# ---- dmem_arbiter ----
### Routing congestion map, dmem_arbiter

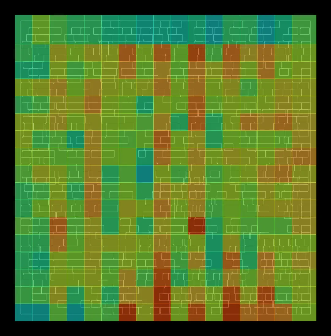
### Drive-strength map, dmem_arbiter

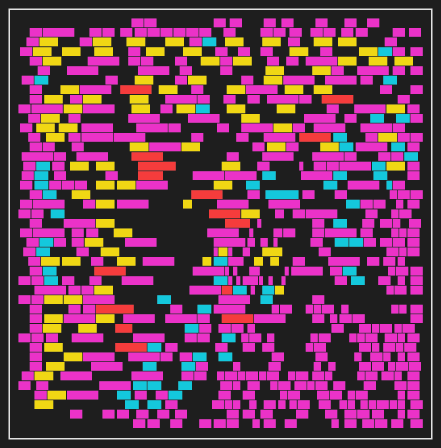
--- config.mk ---
export PLATFORM = sky130hd
export DESIGN_NAME = dmem_arbiter
export DESIGN_NICKNAME = d
export VERILOG_FILES = /design/src/rtl/dmem_arbiter.sv
export SDC_FILE = /design/constraint.sdc
export NUM_CORES = 1
export LEC_CHECK = 0
export CORE_AREA = 2 2 118 120
export DETAILED_ROUTE_END_ITERATION = 16
export DIE_AREA = 0 0 120 122
export MAX_ROUTING_LAYER = met4
export PLACE_DENSITY_LB_ADDON = 0.05
export SYNTH_ARGS = -nofsm -noshare
export SYNTH_HDL_FRONTEND = slang
export SYNTH_SLANG_ARGS = --single-unit
--- constraint.sdc ---
create_clock -name clk_i -period 3.8 [get_ports clk_i]
set_input_delay 0.76 -clock clk_i [delete_from_list [all_inputs] [get_ports clk_i]]
set_output_delay 0.76 -clock clk_i [all_outputs]
set_load 0.02 [all_outputs]
--- src/rtl/dmem_arbiter.sv ---
// rtl/dmem_arbiter.sv - two-port arbiter in front of a single synchronous data memory
// One command in flight at a time: arbitrate in IDLE, drive memory in ISSUE, wait out read latency.
module dmem_arbiter #(
  parameter int ADDR_W     = 32,
  parameter int DATA_W     = 32,
  parameter int READ_LAT   = 1,
  parameter int FIXED_PRIO = 0
) (
  input  logic              clk_i,
  input  logic              rst_i,
  input  logic              r0_req_i,
  input  logic              r0_we_i,
  input  logic [ADDR_W-1:0] r0_addr_i,
  input  logic [DATA_W-1:0] r0_wdata_i,
  output logic              r0_gnt_o,
  output logic              r0_rvalid_o,
  output logic [DATA_W-1:0] r0_rdata_o,
  input  logic              r1_req_i,
  input  logic              r1_we_i,
  input  logic [ADDR_W-1:0] r1_addr_i,
  input  logic [DATA_W-1:0] r1_wdata_i,
  output logic              r1_gnt_o,
  output logic              r1_rvalid_o,
  output logic [DATA_W-1:0] r1_rdata_o,
  output logic              mem_en_o,
  output logic              mem_wen_o,
  output logic [ADDR_W-1:0] mem_addr_o,
  output logic [DATA_W-1:0] mem_wdata_o,
  input  logic [DATA_W-1:0] mem_rdata_i,
  output logic              busy_o
);

  typedef enum logic [1:0] {IDLE = 2'd0, ISSUE = 2'd1, WAIT = 2'd2} state_e;

  localparam logic [2:0] LAT_LOAD = 3'(READ_LAT - 1);
  localparam bit         FIXED    = (FIXED_PRIO != 0);

  state_e              state_q, state_d;
  logic                winner_q, winner_d;
  logic                rr_last_q, rr_last_d;
  logic [2:0]          cnt_q, cnt_d;
  logic                mem_en_q, mem_en_d;
  logic                mem_wen_q, mem_wen_d;
  logic [ADDR_W-1:0]   mem_addr_q, mem_addr_d;
  logic [DATA_W-1:0]   mem_wdata_q, mem_wdata_d;
  logic                pick_r1;
  logic                rvalid_now;

  // Port 1 wins alone, or on a tie when round-robin says port 0 went last.
  assign pick_r1 = r1_req_i & (~r0_req_i | (~FIXED & ~rr_last_q));

  always_comb begin
    state_d     = state_q;
    winner_d    = winner_q;
    rr_last_d   = rr_last_q;
    cnt_d       = cnt_q;
    mem_en_d    = mem_en_q;
    mem_wen_d   = mem_wen_q;
    mem_addr_d  = mem_addr_q;
    mem_wdata_d = mem_wdata_q;
    case (state_q)
      IDLE: begin
        if (r0_req_i || r1_req_i) begin
          winner_d    = pick_r1;
          mem_en_d    = 1'b1;
          mem_wen_d   = pick_r1 ? r1_we_i    : r0_we_i;
          mem_addr_d  = pick_r1 ? r1_addr_i  : r0_addr_i;
          mem_wdata_d = pick_r1 ? r1_wdata_i : r0_wdata_i;
          state_d     = ISSUE;
        end
      end
      ISSUE: begin
        rr_last_d = winner_q;
        mem_en_d  = 1'b0;
        mem_wen_d = 1'b0;
        if (mem_wen_q) begin
          state_d = IDLE;
        end else begin
          state_d = WAIT;
          cnt_d   = LAT_LOAD;
        end
      end
      WAIT: begin
        if (cnt_q == 3'd0) state_d = IDLE;
        else               cnt_d   = cnt_q - 3'd1;
      end
      default: state_d = IDLE;
    endcase
  end

  always_ff @(posedge clk_i or posedge rst_i) begin
    if (rst_i) begin
      state_q     <= IDLE;
      winner_q    <= 1'b0;
      rr_last_q   <= 1'b1;
      cnt_q       <= 3'd0;
      mem_en_q    <= 1'b0;
      mem_wen_q   <= 1'b0;
      mem_addr_q  <= '0;
      mem_wdata_q <= '0;
    end else begin
      state_q     <= state_d;
      winner_q    <= winner_d;
      rr_last_q   <= rr_last_d;
      cnt_q       <= cnt_d;
      mem_en_q    <= mem_en_d;
      mem_wen_q   <= mem_wen_d;
      mem_addr_q  <= mem_addr_d;
      mem_wdata_q <= mem_wdata_d;
    end
  end

  assign rvalid_now  = (state_q == WAIT) && (cnt_q == 3'd0);
  assign r0_gnt_o    = (state_q == ISSUE) && !winner_q;
  assign r1_gnt_o    = (state_q == ISSUE) &&  winner_q;
  assign r0_rvalid_o = rvalid_now && !winner_q;
  assign r1_rvalid_o = rvalid_now &&  winner_q;
  assign r0_rdata_o  = r0_rvalid_o ? mem_rdata_i : '0;
  assign r1_rdata_o  = r1_rvalid_o ? mem_rdata_i : '0;
  assign mem_en_o    = mem_en_q;
  assign mem_wen_o   = mem_wen_q;
  assign mem_addr_o  = mem_addr_q;
  assign mem_wdata_o = mem_wdata_q;
  assign busy_o      = (state_q != IDLE);

endmodule
==> impl_metrics.toml <==
# yosys + openroad results
[outcome]
status = "finished clean"

[cells_and_area]
seq_area_um2 = 1830
final_cells = 800
final_util_pct = 58.0
nClkBuffers = 11

[yosys]
ys_area_um2 = 4310
async_reset_ff_share_pct = 100
aoi_share_pct = 1.10
simple_gate_area_share_pct = 10.4

[worst_setup_path]
reg2reg_to = "mem_addr_o[5]$_DFFE_PP0P_"
worst_setup_path_end_kind = "primary output"
cp_top_family = "buffers and inverters"
cpPeakStageDelay_ns = 0.63

[grt]
top_usage_layer = "met2"

[pwr]
cellPowerDensity_nw_per_um2 = 684
p_comb_share_pct = 56.9
p_switching_mw = 1.87
pwr-share-clk_pct = 17.1
peakVddDrop_mv = 0.340

[place]
dp.cells = 784
gp_congestion = 0.717

[job]
maxCapViolCount = 0

[drt]
routed_wirelength_um = 13100
antenna_left = 0

[timing]
final-max-slew-violation-count = 0
finalClockPeriodUsage_pct = 83.5

[floorplanning]
die_x_um = 120
io_pins = 301
die.size.y_um = 122
Notes on 'Routing congestion map' of dmem_arbiter above:
grt met2 use: 32.5%
met1 global-route usage: 20.0%

Notes on 'Drive-strength map' of dmem_arbiter above:
color	size	cells
red	_6 and larger	15
magenta	_0 and _1 cells	461
yellow	_3 and _4 cells	88
cyan	_2 cells	55
Area Growth Syn to Fin: 81.5%
Signal buffers: 307

==> power groups by stage <==
stage,Sequential (mW),Combinational (mW),Clock [mW]
finish,1.39,3.05,0.917
global route,1.44,3.22,0.984
CTS,1.40,3.10,0.945
detailed placement,1.39,3.09,0
global placement,1.39,3.07,0
floorplan,1.83,1.31,0
==> registers in the layout, indices dropped and copies added (netlist names) <==
register	count
mem_addr_o	32
mem_wdata_o	32
cnt_q	3
state_q	2
mem_en_o	1
mem_wen_o	1
rr_last_q	1
winner_q	1

# ---- msftdvip_plic_mt ----
### Sequential cells grouped by signal name, msftdvip_plic_mt

Other sequential cells in the stronger gray, the rest of the logic in the fainter gray.
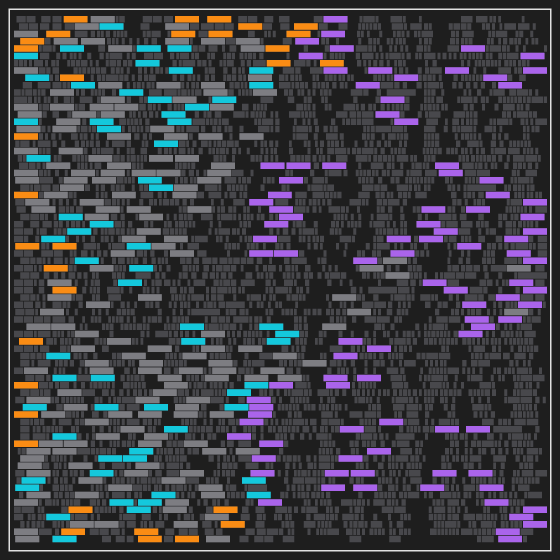
### Drive-strength map, msftdvip_plic_mt

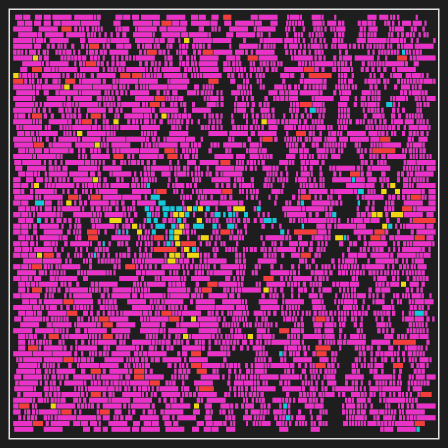
==> config.mk <==
export PLATFORM = sky130hd
export DESIGN_NAME = msftdvip_plic_mt
export DESIGN_NICKNAME = d
export VERILOG_FILES = /design/src/rtl/msftdvip_plic_mt.sv
export SDC_FILE = /design/constraint.sdc
export NUM_CORES = 1
export LEC_CHECK = 0
export ABC_AREA = 1
export CAP_MARGIN = 20
export CORE_UTILIZATION = 62
export CTS_BUF_LIST = sky130_fd_sc_hd__clkbuf_4 sky130_fd_sc_hd__clkbuf_8
export DETAILED_ROUTE_END_ITERATION = 6
export GPL_TIMING_DRIVEN = 1
export MAX_ROUTING_LAYER = met4
export PLACE_DENSITY_LB_ADDON = 0.08
export SKIP_LAST_GASP = 1
export SLEW_MARGIN = 20
export SYNTH_ARGS = -nofsm -noshare
export SYNTH_HDL_FRONTEND = slang
export SYNTH_SLANG_ARGS = --single-unit
==> constraint.sdc <==
create_clock -name clk_i -period 8.87 [get_ports clk_i]
set_clock_uncertainty 0.2 [all_clocks]
set_input_delay 0.887 -clock clk_i [delete_from_list [all_inputs] [get_ports clk_i]]
set_output_delay 0.887 -clock clk_i [all_outputs]
set_load 0.01 [all_outputs]
==> src/rtl/msftdvip_plic_mt.sv <==
// Multi-target PLIC: per-source gateways feeding per-target priority arbiters, with
// an MMIO register file for priorities, enables, thresholds and claim/complete.
module msftdvip_plic_mt #(
  parameter int unsigned NSRC = 31,
  parameter int unsigned NTGT = 2,
  parameter int unsigned PRIW = 3
) (
  input  logic            clk_i,
  input  logic            rstn_i,
  input  logic            reg_en_i,
  input  logic            reg_we_i,
  input  logic [31:0]     reg_addr_i,
  input  logic [31:0]     reg_wdata_i,
  output logic [31:0]     reg_rdata_o,
  output logic            reg_ready_o,
  input  logic [NSRC-1:0] irqs_i,
  output logic [NTGT-1:0] irq_o
);
  localparam int unsigned IdW = 5;
  typedef logic [31:0] vec_t;
  // Bit positions 1..NSRC of an id-indexed vector; bit 0 is never set.
  localparam vec_t SrcMask = vec_t'(((64'd1 << NSRC) - 64'd1) << 1);

  if (NSRC < 1 || NSRC > 31 || NTGT < 1 || NTGT > 8 || PRIW < 1 || PRIW > 7) begin : g_param_check
    $error("msftdvip_plic_mt: parameter out of range");
  end

  logic [PRIW-1:0] r_prio [32];
  vec_t            r_edge_mode;
  vec_t            r_en [NTGT];
  logic [PRIW-1:0] r_thr [NTGT];
  vec_t            r_pend;
  vec_t            r_blocked;
  vec_t            r_edge_mem;
  vec_t            r_irqs_q;
  logic [NTGT-1:0] r_irq;
  logic [31:0]     r_rdata;

  logic [23:0]     w_widx;
  logic            w_rd;
  logic            w_wr;
  logic            w_prio_sel;
  logic            w_pend_sel;
  logic            w_edge_sel;
  logic [NTGT-1:0] w_en_sel;
  logic [NTGT-1:0] w_thr_sel;
  logic [NTGT-1:0] w_clm_sel;
  logic            w_unused_addr;

  logic [IdW-1:0]  w_best_id [NTGT];
  logic [PRIW-1:0] w_best_pri [NTGT];
  logic [32*PRIW-1:0] w_prio_flat;
  logic [IdW-1:0]  w_claim_id;
  logic            w_cmp_id_ok;
  vec_t            w_clm_vec;
  vec_t            w_cmp_vec;
  vec_t            w_irqs;
  vec_t            w_sig;
  vec_t            w_idle;
  logic [31:0]     w_rdata;

  assign w_widx        = reg_addr_i[25:2];
  assign w_unused_addr = ^{reg_addr_i[31:26], reg_addr_i[1:0]};
  assign w_rd          = reg_en_i & ~reg_we_i;
  assign w_wr          = reg_en_i & reg_we_i;
  assign w_prio_sel    = (w_widx[23:5] == '0) && (w_widx[4:0] != '0) &&
                         (32'(w_widx[4:0]) <= NSRC);
  assign w_pend_sel    = (w_widx == 24'h000400);
  assign w_edge_sel    = (w_widx == 24'h000420);

  always_comb begin
    w_en_sel  = '0;
    w_thr_sel = '0;
    w_clm_sel = '0;
    for (int t = 0; t < NTGT; t++) begin
      w_en_sel[t]  = (w_widx == 24'h000800 + 24'(t * 32));
      w_thr_sel[t] = (w_widx == 24'h080000 + 24'(t * 1024));
      w_clm_sel[t] = (w_widx == 24'h080001 + 24'(t * 1024));
    end
  end

  // Balanced max tree over 32 leaves (leaf j = id j); on a tie the left, lower id wins.
  function automatic logic [IdW+PRIW-1:0] f_best(input vec_t elig,
                                                 input logic [32*PRIW-1:0] pri);
    logic [PRIW-1:0] n_pri [63];
    logic [IdW-1:0]  n_id  [63];
    for (int j = 0; j < 32; j++) begin
      n_pri[31+j] = elig[j] ? pri[j*PRIW +: PRIW] : '0;
      n_id[31+j]  = IdW'(j);
    end
    for (int i = 30; i >= 0; i--) begin
      if (n_pri[2*i+2] > n_pri[2*i+1]) begin
        n_pri[i] = n_pri[2*i+2];
        n_id[i]  = n_id[2*i+2];
      end else begin
        n_pri[i] = n_pri[2*i+1];
        n_id[i]  = n_id[2*i+1];
      end
    end
    return {n_id[0], n_pri[0]};
  endfunction

  always_comb begin
    w_prio_flat = '0;
    for (int j = 0; j < 32; j++) begin
      w_prio_flat[j*PRIW +: PRIW] = r_prio[j];
    end
  end

  always_comb begin
    for (int t = 0; t < NTGT; t++) begin
      {w_best_id[t], w_best_pri[t]} = f_best(r_pend & r_en[t] & SrcMask, w_prio_flat);
    end
  end

  always_comb begin
    w_claim_id = '0;
    for (int t = 0; t < NTGT; t++) begin
      if (w_clm_sel[t]) w_claim_id = w_best_id[t];
    end
  end

  // Claims and completes are mutually exclusive: one strobe is either a read or a write.
  assign w_cmp_id_ok = (reg_wdata_i[31:5] == '0) && (reg_wdata_i[4:0] != '0) &&
                       (32'(reg_wdata_i[4:0]) <= NSRC);

  always_comb begin
    w_clm_vec = '0;
    if (w_rd && (|w_clm_sel)) w_clm_vec = (vec_t'(1) << w_claim_id) & SrcMask;
    w_cmp_vec = '0;
    for (int t = 0; t < NTGT; t++) begin
      if (w_wr && w_clm_sel[t] && w_cmp_id_ok) begin
        w_cmp_vec = w_cmp_vec | (r_en[t] & (vec_t'(1) << reg_wdata_i[4:0]));
      end
    end
    w_cmp_vec = w_cmp_vec & r_blocked;
  end

  assign w_irqs = vec_t'({irqs_i, 1'b0});
  assign w_sig  = ((r_edge_mode & w_irqs & ~r_irqs_q) | (~r_edge_mode & w_irqs)) & SrcMask;
  assign w_idle = ~r_pend & ~r_blocked;

  always_comb begin
    w_rdata = '0;
    if (w_prio_sel) w_rdata = 32'(r_prio[w_widx[4:0]]);
    if (w_pend_sel) w_rdata = r_pend;
    if (w_edge_sel) w_rdata = r_edge_mode;
    for (int t = 0; t < NTGT; t++) begin
      if (w_en_sel[t])  w_rdata = r_en[t];
      if (w_thr_sel[t]) w_rdata = 32'(r_thr[t]);
      if (w_clm_sel[t]) w_rdata = 32'(w_best_id[t]);
    end
  end

  always_ff @(posedge clk_i or negedge rstn_i) begin
    if (!rstn_i) begin
      for (int j = 0; j < 32; j++) r_prio[j] <= '0;
      for (int t = 0; t < NTGT; t++) begin
        r_en[t]  <= '0;
        r_thr[t] <= '0;
      end
      r_edge_mode <= '0;
      r_pend      <= '0;
      r_blocked   <= '0;
      r_edge_mem  <= '0;
      r_irqs_q    <= '0;
      r_irq       <= '0;
      r_rdata     <= '0;
    end else begin
      r_irqs_q <= w_irqs;
      r_rdata  <= w_rd ? w_rdata : '0;
      // Claim wins over a same-cycle sig; a complete returns to IDLE unless an edge is held.
      r_pend     <= ((r_pend & ~w_clm_vec) | (w_idle & w_sig) | (w_cmp_vec & r_edge_mem))
                    & SrcMask;
      r_blocked  <= ((r_blocked & ~w_cmp_vec) | w_clm_vec) & SrcMask;
      r_edge_mem <= ((r_edge_mem & ~w_cmp_vec) |
                     (r_blocked & ~w_cmp_vec & r_edge_mode & w_sig)) & SrcMask;
      for (int t = 0; t < NTGT; t++) begin
        r_irq[t] <= (w_best_pri[t] > r_thr[t]);
      end
      if (w_wr) begin
        if (w_prio_sel) r_prio[w_widx[4:0]] <= reg_wdata_i[PRIW-1:0];
        if (w_edge_sel) r_edge_mode <= reg_wdata_i & SrcMask;
        for (int t = 0; t < NTGT; t++) begin
          if (w_en_sel[t])  r_en[t]  <= reg_wdata_i & SrcMask;
          if (w_thr_sel[t]) r_thr[t] <= reg_wdata_i[PRIW-1:0];
        end
      end
    end
  end

  assign reg_rdata_o = r_rdata;
  assign reg_ready_o = 1'b1;
  assign irq_o       = r_irq;

endmodule

==> impl_metrics.toml <==
# yosys + openroad results
[outcome]
status = "finished clean"

[min_path]
worstHoldPathType = "input port to asynchronous set/reset pin"

[cells_and_area]
fillers = 3238
clock_area_share_pct = 5.22
final_layout_size_suffix_gt1_share_pct = 5.22
logic_area_um2 = 14000

[yosys]
synth_warnings = 0
top_logic_kind = "simple AND/OR/NAND/NOR gates"
synth.most_common_cell = "nand2_1"
async_reset_ff_share_pct = 100

[timing]
rsz0062_at_grt = "no"

[floorplanning]
n_tap_cell = 518

[place]
port_buffers = 124
dp.cells = 4126

[clock_tree]
postCtsHoldBufs = 0

[worst_setup_path]
crit_top_cell = "nand2_1"
About 'Sequential cells grouped by signal name' of msftdvip_plic_mt:
color	signal	flops
orange	reg_rdata_o	32
cyan	r_en	62
purple	r_prio	96
Seq area share: 31.9%
register area: 8830 um^2
Seq power: 1.64 mW
Finished Core Util: 71.4%

About 'Drive-strength map' of msftdvip_plic_mt:
color	size	cells
magenta	_0 and _1 cells	3,522
cyan	_2 cells	56
yellow	_3 and _4 cells	47
red	_6 and larger	91
design area: 27,700 um^2
Signal buffers: 150
setup ws final: 0.540 ns
Area Growth Syn to Fin: 13.3%

power groups by stage:
stage | Sequential [mW] | Clock, mW | Combinational (mW)
final | 1.64 | 1.77 | 0.199
after global routing | 1.64 | 1.84 | 0.213
after CTS | 1.64 | 1.76 | 0.195
after detailed placement | 1.67 | 0 | 0.194
after global placement | 1.67 | 0 | 0.191
after floorplan | 1.67 | 0 | 0.0662
layer usage:
metal	vias up	wire length [um]	GRT usage (%)
met3	329	11200	10.2
met2	1733	37400	64.9
met1	12100	33300	56.0
met5	-	0	-
li1	12000	-	-
met4	0	4950	24.5

# ---- cfg_frame_loader ----
### Sequential cells grouped by signal name, cfg_frame_loader

Other sequential cells in the stronger gray, the rest of the logic in the fainter gray.
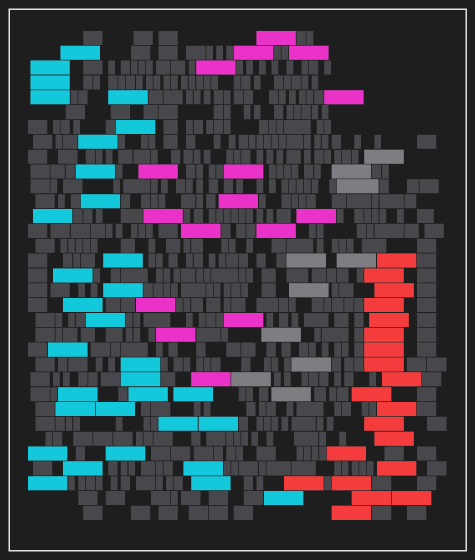
$ cat src/rtl/cfg_frame_loader.sv
// Column configuration frame loader: decodes header/data packets from a word
// stream and drives registered FrameData plus a single-cycle FrameStrobe per word.
module cfg_frame_loader #(
  parameter int         MaxFramesPerCol = 20,
  parameter int         FrameBitsPerRow = 32,
  parameter logic [4:0] ColAddr         = 5'd0
) (
  input  logic                       CLK,
  input  logic                       reset,
  input  logic [FrameBitsPerRow-1:0] WordData,
  input  logic                       WordValid,
  output logic                       WordReady,
  output logic [FrameBitsPerRow-1:0] FrameData,
  output logic [MaxFramesPerCol-1:0] FrameStrobe,
  output logic                       Done,
  output logic                       Error
);

  typedef enum logic [1:0] {
    Hdr,
    Data,
    Setup,
    Strobe
  } stateT;

  stateT                      state;
  stateT                      nextState;
  logic                       colMatch;
  logic [4:0]                 frameIdx;
  logic [15:0]                remaining;
  logic                       wordXfer;
  logic                       inRange;
  logic [MaxFramesPerCol-1:0] oneHot;

  assign WordReady = !reset && ((state == Hdr) || (state == Data));
  assign wordXfer  = WordValid && WordReady;
  assign inRange   = (int'(frameIdx) < MaxFramesPerCol);

  always_comb begin
    oneHot = '0;
    for (int i = 0; i < MaxFramesPerCol; i++) begin
      oneHot[i] = (int'(frameIdx) == i);
    end
  end

  // NOTE: state register uses non-blocking assignment so every flop samples
  // pre-edge values regardless of process ordering.
  always_ff @(posedge CLK) begin
    if (reset) state <= Hdr;
    else       state <= nextState;
  end

  // NOTE: nextState is defaulted before the case so no path leaves it
  // unassigned, which would otherwise infer a latch.
  always_comb begin
    nextState = state;
    case (state)
      Hdr:    if (wordXfer && (WordData[15:0] != 16'd0)) nextState = Data;
      Data:   if (wordXfer) nextState = Setup;
      Setup:  nextState = Strobe;
      Strobe: nextState = (remaining == 16'd1) ? Hdr : Data;
      default: nextState = Hdr;
    endcase
  end

  // Packet context and column-facing outputs; a zero-length header is dropped
  // without touching any state.
  always_ff @(posedge CLK) begin
    if (reset) begin
      colMatch    <= 1'b0;
      frameIdx    <= '0;
      remaining   <= '0;
      FrameData   <= '0;
      FrameStrobe <= '0;
      Done        <= 1'b0;
      Error       <= 1'b0;
    end else begin
      FrameStrobe <= '0;
      Done        <= 1'b0;
      case (state)
        Hdr: begin
          if (wordXfer && (WordData[15:0] != 16'd0)) begin
            colMatch  <= (WordData[31:27] == ColAddr);
            frameIdx  <= WordData[20:16];
            remaining <= WordData[15:0];
          end
        end
        Data: begin
          // Words of a foreign column are consumed but never reach the latches.
          if (wordXfer && colMatch) FrameData <= WordData;
        end
        Setup: begin
          if (colMatch && inRange) FrameStrobe <= oneHot;
        end
        Strobe: begin
          if (colMatch && !inRange) Error <= 1'b1;
          frameIdx  <= frameIdx + 5'd1;
          remaining <= remaining - 16'd1;
          if (remaining == 16'd1) Done <= 1'b1;
        end
        default: ;
      endcase
    end
  end

endmodule
$ cat config.mk
export PLATFORM = sky130hd
export DESIGN_NAME = cfg_frame_loader
export DESIGN_NICKNAME = d
export VERILOG_FILES = /design/src/rtl/cfg_frame_loader.sv
export SDC_FILE = /design/constraint.sdc
export NUM_CORES = 1
export LEC_CHECK = 0
export ABC_AREA = 1
export ABC_CLOCK_PERIOD_IN_PS = 2000
export CORE_ASPECT_RATIO = 1.2
export CORE_MARGIN = 3
export CORE_UTILIZATION = 49
export CTS_CLUSTER_DIAMETER = 100
export CTS_CLUSTER_SIZE = 8
export DETAILED_ROUTE_END_ITERATION = 16
export HOLD_SLACK_MARGIN = 0.12
export PLACE_DENSITY = 0.8
export SLEW_MARGIN = 20
export SYNTH_ARGS = -nofsm -noshare
export SYNTH_HDL_FRONTEND = slang
export SYNTH_SLANG_ARGS = --single-unit
$ cat constraint.sdc
create_clock -name CLK -period 2 [get_ports CLK]
set_input_delay 0.4 -clock CLK [delete_from_list [all_inputs] [get_ports CLK]]
set_output_delay 0.4 -clock CLK [all_outputs]
set_load 0.01 [all_outputs]
==> impl_metrics.toml <==
# yosys + openroad results
[place]
dp.cells = 703

[timing]
min_period_ns = 1.92
worst_pin_slew_ns = 0.501

[drt]
routed_wirelength_um = 9270
wl_met1_um = 3940
highest_layer = "met4"
wl_per_cell_um = 12.9
met3_length_um = 631
vias_per_cell = 5.13
vias = 3685

[min_path]
holdPathEnd = "Error$_SDFFE_PP0P_"
worstHoldStart = "Error$_SDFFE_PP0P_"

[worst_setup_path]
slowest_stage = "dfxtp_1"
critical_path_required_ns = 1.60

[yosys]
synth-edff-count = 0
ys_sh_xor_pct = 0
async_reset_ff_share_pct = 0
synthFlopType = "dfxtp_1"
ys_seq_share_pct = 44.3
top_area_cell = "dfxtp_1"
ys_types = 26
yosys.area.top_type_share_pct = 44.3

[clock_tree]
root_buffer = "clkbuf_8"

[pwr]
swShare_pct = 39.9
pg_clk_mw = 1.14
finalPower_mw = 4.60
p_comb_share_pct = 34.3

[cells_and_area]
logic_area_um2 = 1710
final_cells = 719
fillers = 567

[grt]
track_usage_pct = 22.3
grtUsageMet3_pct = 4.93
grt_max_degree = 30

[outcome]
status = "finished clean"

[floorplanning]
n_tap_cell = 87
## Picture notes: 'Sequential cells grouped by signal name' of cfg_frame_loader
color	signal	flops
cyan	FrameData	32
red	FrameStrobe	20
magenta	remaining	16
not colored	10
Seq area share: 32.3%
Finished Core Util: 70.1%
Seq power: 1.88 mW

[cells in the final DEF, fill, tap and decap left out, types with 10 or more instances in the layout]
cell	instances
dfxtp_1	77
inv_1	36
nand2_1	92
nand3_1	27
nor2_1	149
ha_1	10
clkdlybuf4s50_1	88
o21ai_0	61
buf_4	29
a21oi_1	15
[registers in the layout, indices dropped and copies added (netlist names)]
register / count
colMatch: 1
frameIdx: 5
FrameStrobe: 20
FrameData: 32
state: 2
remaining: 16
Done: 1
Error: 1

# ---- ram_lsu ----
### Routing congestion map, ram_lsu

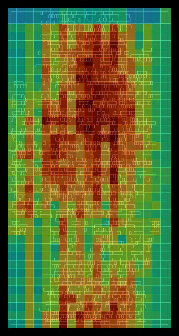
### Placed cells, one color a class, ram_lsu

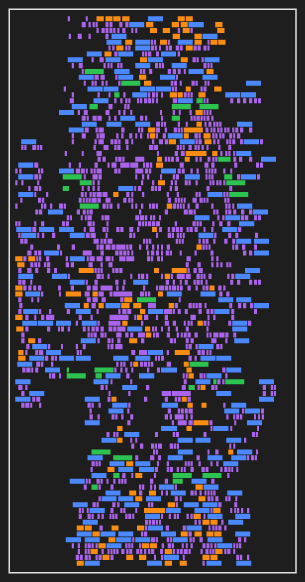
### Placement density heat map, ram_lsu

13 x 26 tiles, from black (low) to pale yellow (high), 0 to 100% covered.
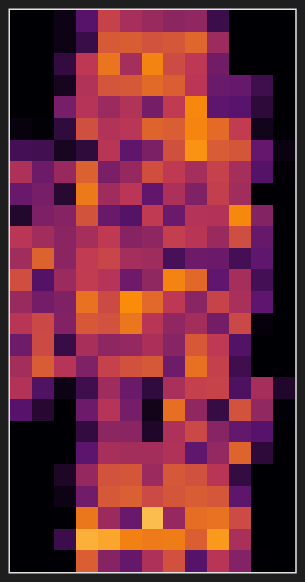
$ cat src/rtl/ram_lsu_pkg.sv
// ram_lsu_pkg: shared states, funct3 encodings, lane widths and request legality check
package ram_lsu_pkg;

    typedef enum logic [1:0] {IDLE, RD, WR, RESP} state_t;

    localparam logic [2:0] F3_B  = 3'b000;
    localparam logic [2:0] F3_H  = 3'b001;
    localparam logic [2:0] F3_W  = 3'b010;
    localparam logic [2:0] F3_BU = 3'b100;
    localparam logic [2:0] F3_HU = 3'b101;

    localparam int B_W = 8;
    localparam int H_W = 16;

    function automatic logic req_bad(input logic we, input logic [2:0] f3, input logic [1:0] off);
        logic legal, mis;
        legal = (f3 == F3_B) || (f3 == F3_H) || (f3 == F3_W) ||
                (!we && ((f3 == F3_BU) || (f3 == F3_HU)));
        mis = ((f3 == F3_H) || (f3 == F3_HU)) ? off[0] : (f3 == F3_W) ? (off != 2'b00) : 1'b0;
        return !legal || mis;
    endfunction

endpackage

$ cat src/rtl/ram_lsu_align.sv
// ram_lsu_align: lane extraction with sign/zero extension for loads, lane merge for sub-word stores
module ram_lsu_align
    import ram_lsu_pkg::*;
(
    input  logic [31:0] word,
    input  logic [1:0]  off,
    input  logic [2:0]  funct3,
    input  logic [31:0] wdata,
    output logic [31:0] load_val,
    output logic [31:0] store_word
);

    logic [B_W-1:0] b;
    logic [H_W-1:0] h;

    always_comb begin
        b = word[{off, 3'b000} +: B_W];
        h = off[1] ? word[31:16] : word[15:0];
        load_val = (funct3 == F3_B)  ? {{(32-B_W){b[B_W-1]}}, b} :
                   (funct3 == F3_BU) ? {{(32-B_W){1'b0}}, b} :
                   (funct3 == F3_H)  ? {{(32-H_W){h[H_W-1]}}, h} :
                   (funct3 == F3_HU) ? {{(32-H_W){1'b0}}, h} : word;
        store_word = (funct3 == F3_W) ? wdata : word;
        if (funct3 == F3_B) store_word[{off, 3'b000} +: B_W] = wdata[B_W-1:0];
        if (funct3 == F3_H) store_word[{off[1], 4'b0000} +: H_W] = wdata[H_W-1:0];
    end

endmodule

$ cat src/rtl/ram_lsu.sv
// ram_lsu: valid/ready load/store initiator for a word-addressed RAM with sub-word read-modify-write
module ram_lsu
    import ram_lsu_pkg::*;
#(
    parameter int DEPTH = 1024
) (
    input  logic        clk,
    input  logic        reset,
    input  logic        req_valid,
    output logic        req_ready,
    input  logic        req_we,
    input  logic [2:0]  req_funct3,
    input  logic [31:0] req_addr,
    input  logic [31:0] req_wdata,
    output logic        rsp_valid,
    input  logic        rsp_ready,
    output logic [31:0] rsp_rdata,
    output logic        rsp_err,
    output logic [31:0] ram_address,
    output logic [31:0] ram_data_in,
    output logic        ram_MemWrite,
    input  logic [31:0] ram_data_out
);

    state_t      state_q, state_d;
    logic        we_q, we_d, err_q, err_d;
    logic [2:0]  f3_q, f3_d;
    logic [31:0] addr_q, addr_d, wdata_q, wdata_d, word_q, word_d;
    logic [31:0] rdata_q, rdata_d, ram_addr_q, ram_addr_d, din_q, din_d;
    logic [31:0] idx, load_val, store_word;
    logic        accept, bad;

    assign idx          = {2'b00, addr_q[31:2]};
    assign accept       = req_valid && req_ready;
    assign bad          = req_bad(req_we, req_funct3, req_addr[1:0]) ||
                          ({2'b00, req_addr[31:2]} >= 32'(DEPTH));
    assign req_ready    = (state_q == IDLE);
    assign rsp_valid    = (state_q == RESP);
    assign rsp_rdata    = rdata_q;
    assign rsp_err      = err_q;
    assign ram_address  = ((state_q == RD) || (state_q == WR)) ? idx : ram_addr_q;
    assign ram_data_in  = (state_q == WR) ? store_word : din_q;
    assign ram_MemWrite = (state_q == WR) && !reset;

    // RD formats the live RAM word; WR merges into the word captured during RD
    ram_lsu_align u_align (
        .word       ((state_q == WR) ? word_q : ram_data_out),
        .off        (addr_q[1:0]),
        .funct3     (f3_q),
        .wdata      (wdata_q),
        .load_val   (load_val),
        .store_word (store_word)
    );

    always_comb begin
        state_d    = state_q;
        we_d       = we_q;
        f3_d       = f3_q;
        addr_d     = addr_q;
        wdata_d    = wdata_q;
        word_d     = word_q;
        rdata_d    = rdata_q;
        err_d      = err_q;
        ram_addr_d = ram_address;
        din_d      = ram_data_in;
        unique case (state_q)
            IDLE: if (accept) begin
                we_d    = req_we;
                f3_d    = req_funct3;
                addr_d  = req_addr;
                wdata_d = req_wdata;
                rdata_d = '0;
                err_d   = bad;
                state_d = bad ? RESP : (req_we && req_funct3 == F3_W) ? WR : RD;
            end
            RD: begin
                word_d  = ram_data_out;
                rdata_d = we_q ? '0 : load_val;
                state_d = we_q ? WR : RESP;
            end
            WR:   state_d = RESP;
            RESP: state_d = rsp_ready ? IDLE : RESP;
        endcase
    end

    always_ff @(posedge clk) begin
        if (reset) begin
            state_q    <= IDLE;
            we_q       <= 1'b0;
            f3_q       <= '0;
            addr_q     <= '0;
            wdata_q    <= '0;
            word_q     <= '0;
            rdata_q    <= '0;
            err_q      <= 1'b0;
            ram_addr_q <= '0;
            din_q      <= '0;
        end else begin
            state_q    <= state_d;
            we_q       <= we_d;
            f3_q       <= f3_d;
            addr_q     <= addr_d;
            wdata_q    <= wdata_d;
            word_q     <= word_d;
            rdata_q    <= rdata_d;
            err_q      <= err_d;
            ram_addr_q <= ram_addr_d;
            din_q      <= din_d;
        end
    end

endmodule

$ cat config.mk
export PLATFORM = sky130hd
export DESIGN_NAME = ram_lsu
export DESIGN_NICKNAME = d
export VERILOG_FILES = /design/src/rtl/ram_lsu_pkg.sv /design/src/rtl/ram_lsu_align.sv /design/src/rtl/ram_lsu.sv
export SDC_FILE = /design/constraint.sdc
export NUM_CORES = 1
export LEC_CHECK = 0
export ABC_AREA = 1
export CAP_MARGIN = 0
export CORE_ASPECT_RATIO = 2
export CORE_MARGIN = 2
export CORE_UTILIZATION = 30
export DETAILED_ROUTE_END_ITERATION = 10
export DONT_BUFFER_PORTS = 1
export PLACE_DENSITY = 0.54
export SYNTH_ARGS = -nofsm -noshare
export SYNTH_HDL_FRONTEND = slang
export SYNTH_SLANG_ARGS = --single-unit
$ cat constraint.sdc
create_clock -name clk -period 2.55 [get_ports clk]
set_input_delay 0.255 -clock clk [delete_from_list [all_inputs] [get_ports clk]]
set_output_delay 0.255 -clock clk [all_outputs]
set_load 0.02 [all_outputs]
==> impl_metrics.toml <==
# yosys + openroad results
[cells_and_area]
logic_area_um2 = 5310
comb_share_pct = 43.5

[min_path]
worstHoldStart = "req_wdata[29]"

[pwr]
swShare_pct = 45.7
seqPwrFrac_pct = 34.7
peakVddDrop_mv = 0.618
cellPowerDensity_nw_per_um2 = 1010

[drt]
drtIter0Drc = 729

[clock_tree]
cts_buffers = 17
worstSkewPairLatency_ns = 0.47
clock-sinks = 199

[worst_setup_path]
start_kind = "flip-flop"
worst_setup_path_end_kind = "primary output"

[timing]
min_period_ns = 2.47

[outcome]
status = "finished clean"
Notes on 'Routing congestion map' of ram_lsu above:
Finished Core Util: 37.3%
global-route total usage across every layer: 23.0%
met1 global-route usage: 21.5%

Notes on 'Placed cells, one color a class' of ram_lsu above:
color	class	cells
orange	other buffers and delay cells	137
blue	flops	199
purple	combinational and other logic	1,232
green	clock drivers and dummy loads	32

Notes on 'Placement density heat map' of ram_lsu above:
tiles over 75% full	1.8%
emptiest ninth of the die	bottom left
fullest tile	86%
mean over tiles	34%
nearly empty tiles	20%

[synth_stat cells]
cell and count:
nor2_4 3, buf_2 31, ha_1 9, o211ai_1 25, nor3_1 11, nand2_1 440
a21oi_2 1, o211ai_2 1, nor2_2 3, clkbuf_1 65, o21ai_1 14, inv_2 9
nand3b_1 4, nand3_2 1, inv_1 78, a21oi_1 131, buf_4 6, nand4_1 14
buf_1 2, o21ai_0 144, nand2_4 1, nand3_1 101, or2_2 18, clkinv_1 1
and2_1 3, nor2_1 213, nand2_2 6, dfxtp_1 199, buf_6 1


==> gallery <==
Placement density heat map.
image #1
20 x 20 tiles, from black (low) to pale yellow (high), 0 to 100% covered.
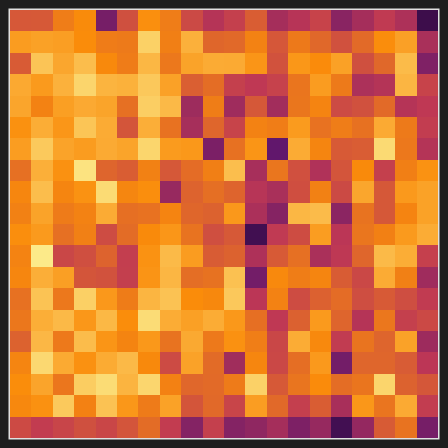
image #2
8 x 10 tiles, from black (low) to pale yellow (high), 0 to 100% covered.
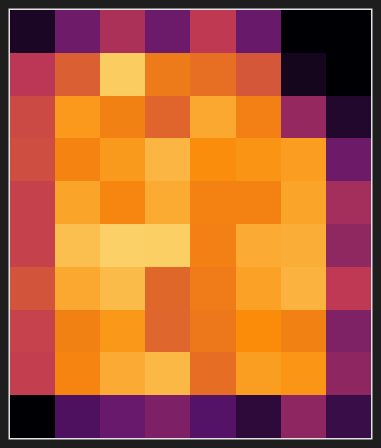
image #3
12 x 12 tiles, from black (low) to pale yellow (high), 0 to 100% covered.
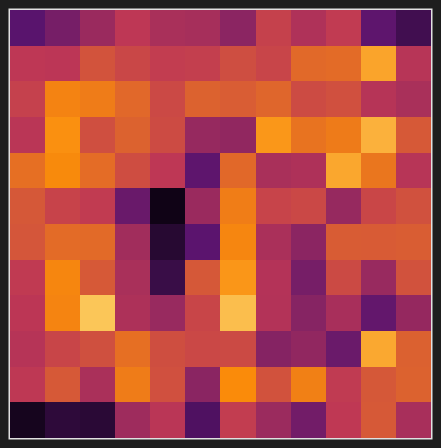
image #2 -> cfg_frame_loader
image #3 -> dmem_arbiter
image #1 -> msftdvip_plic_mt
- lowest utilization: image #3

Power figures rest on the tool's default switching activity, not on a simulated workload.
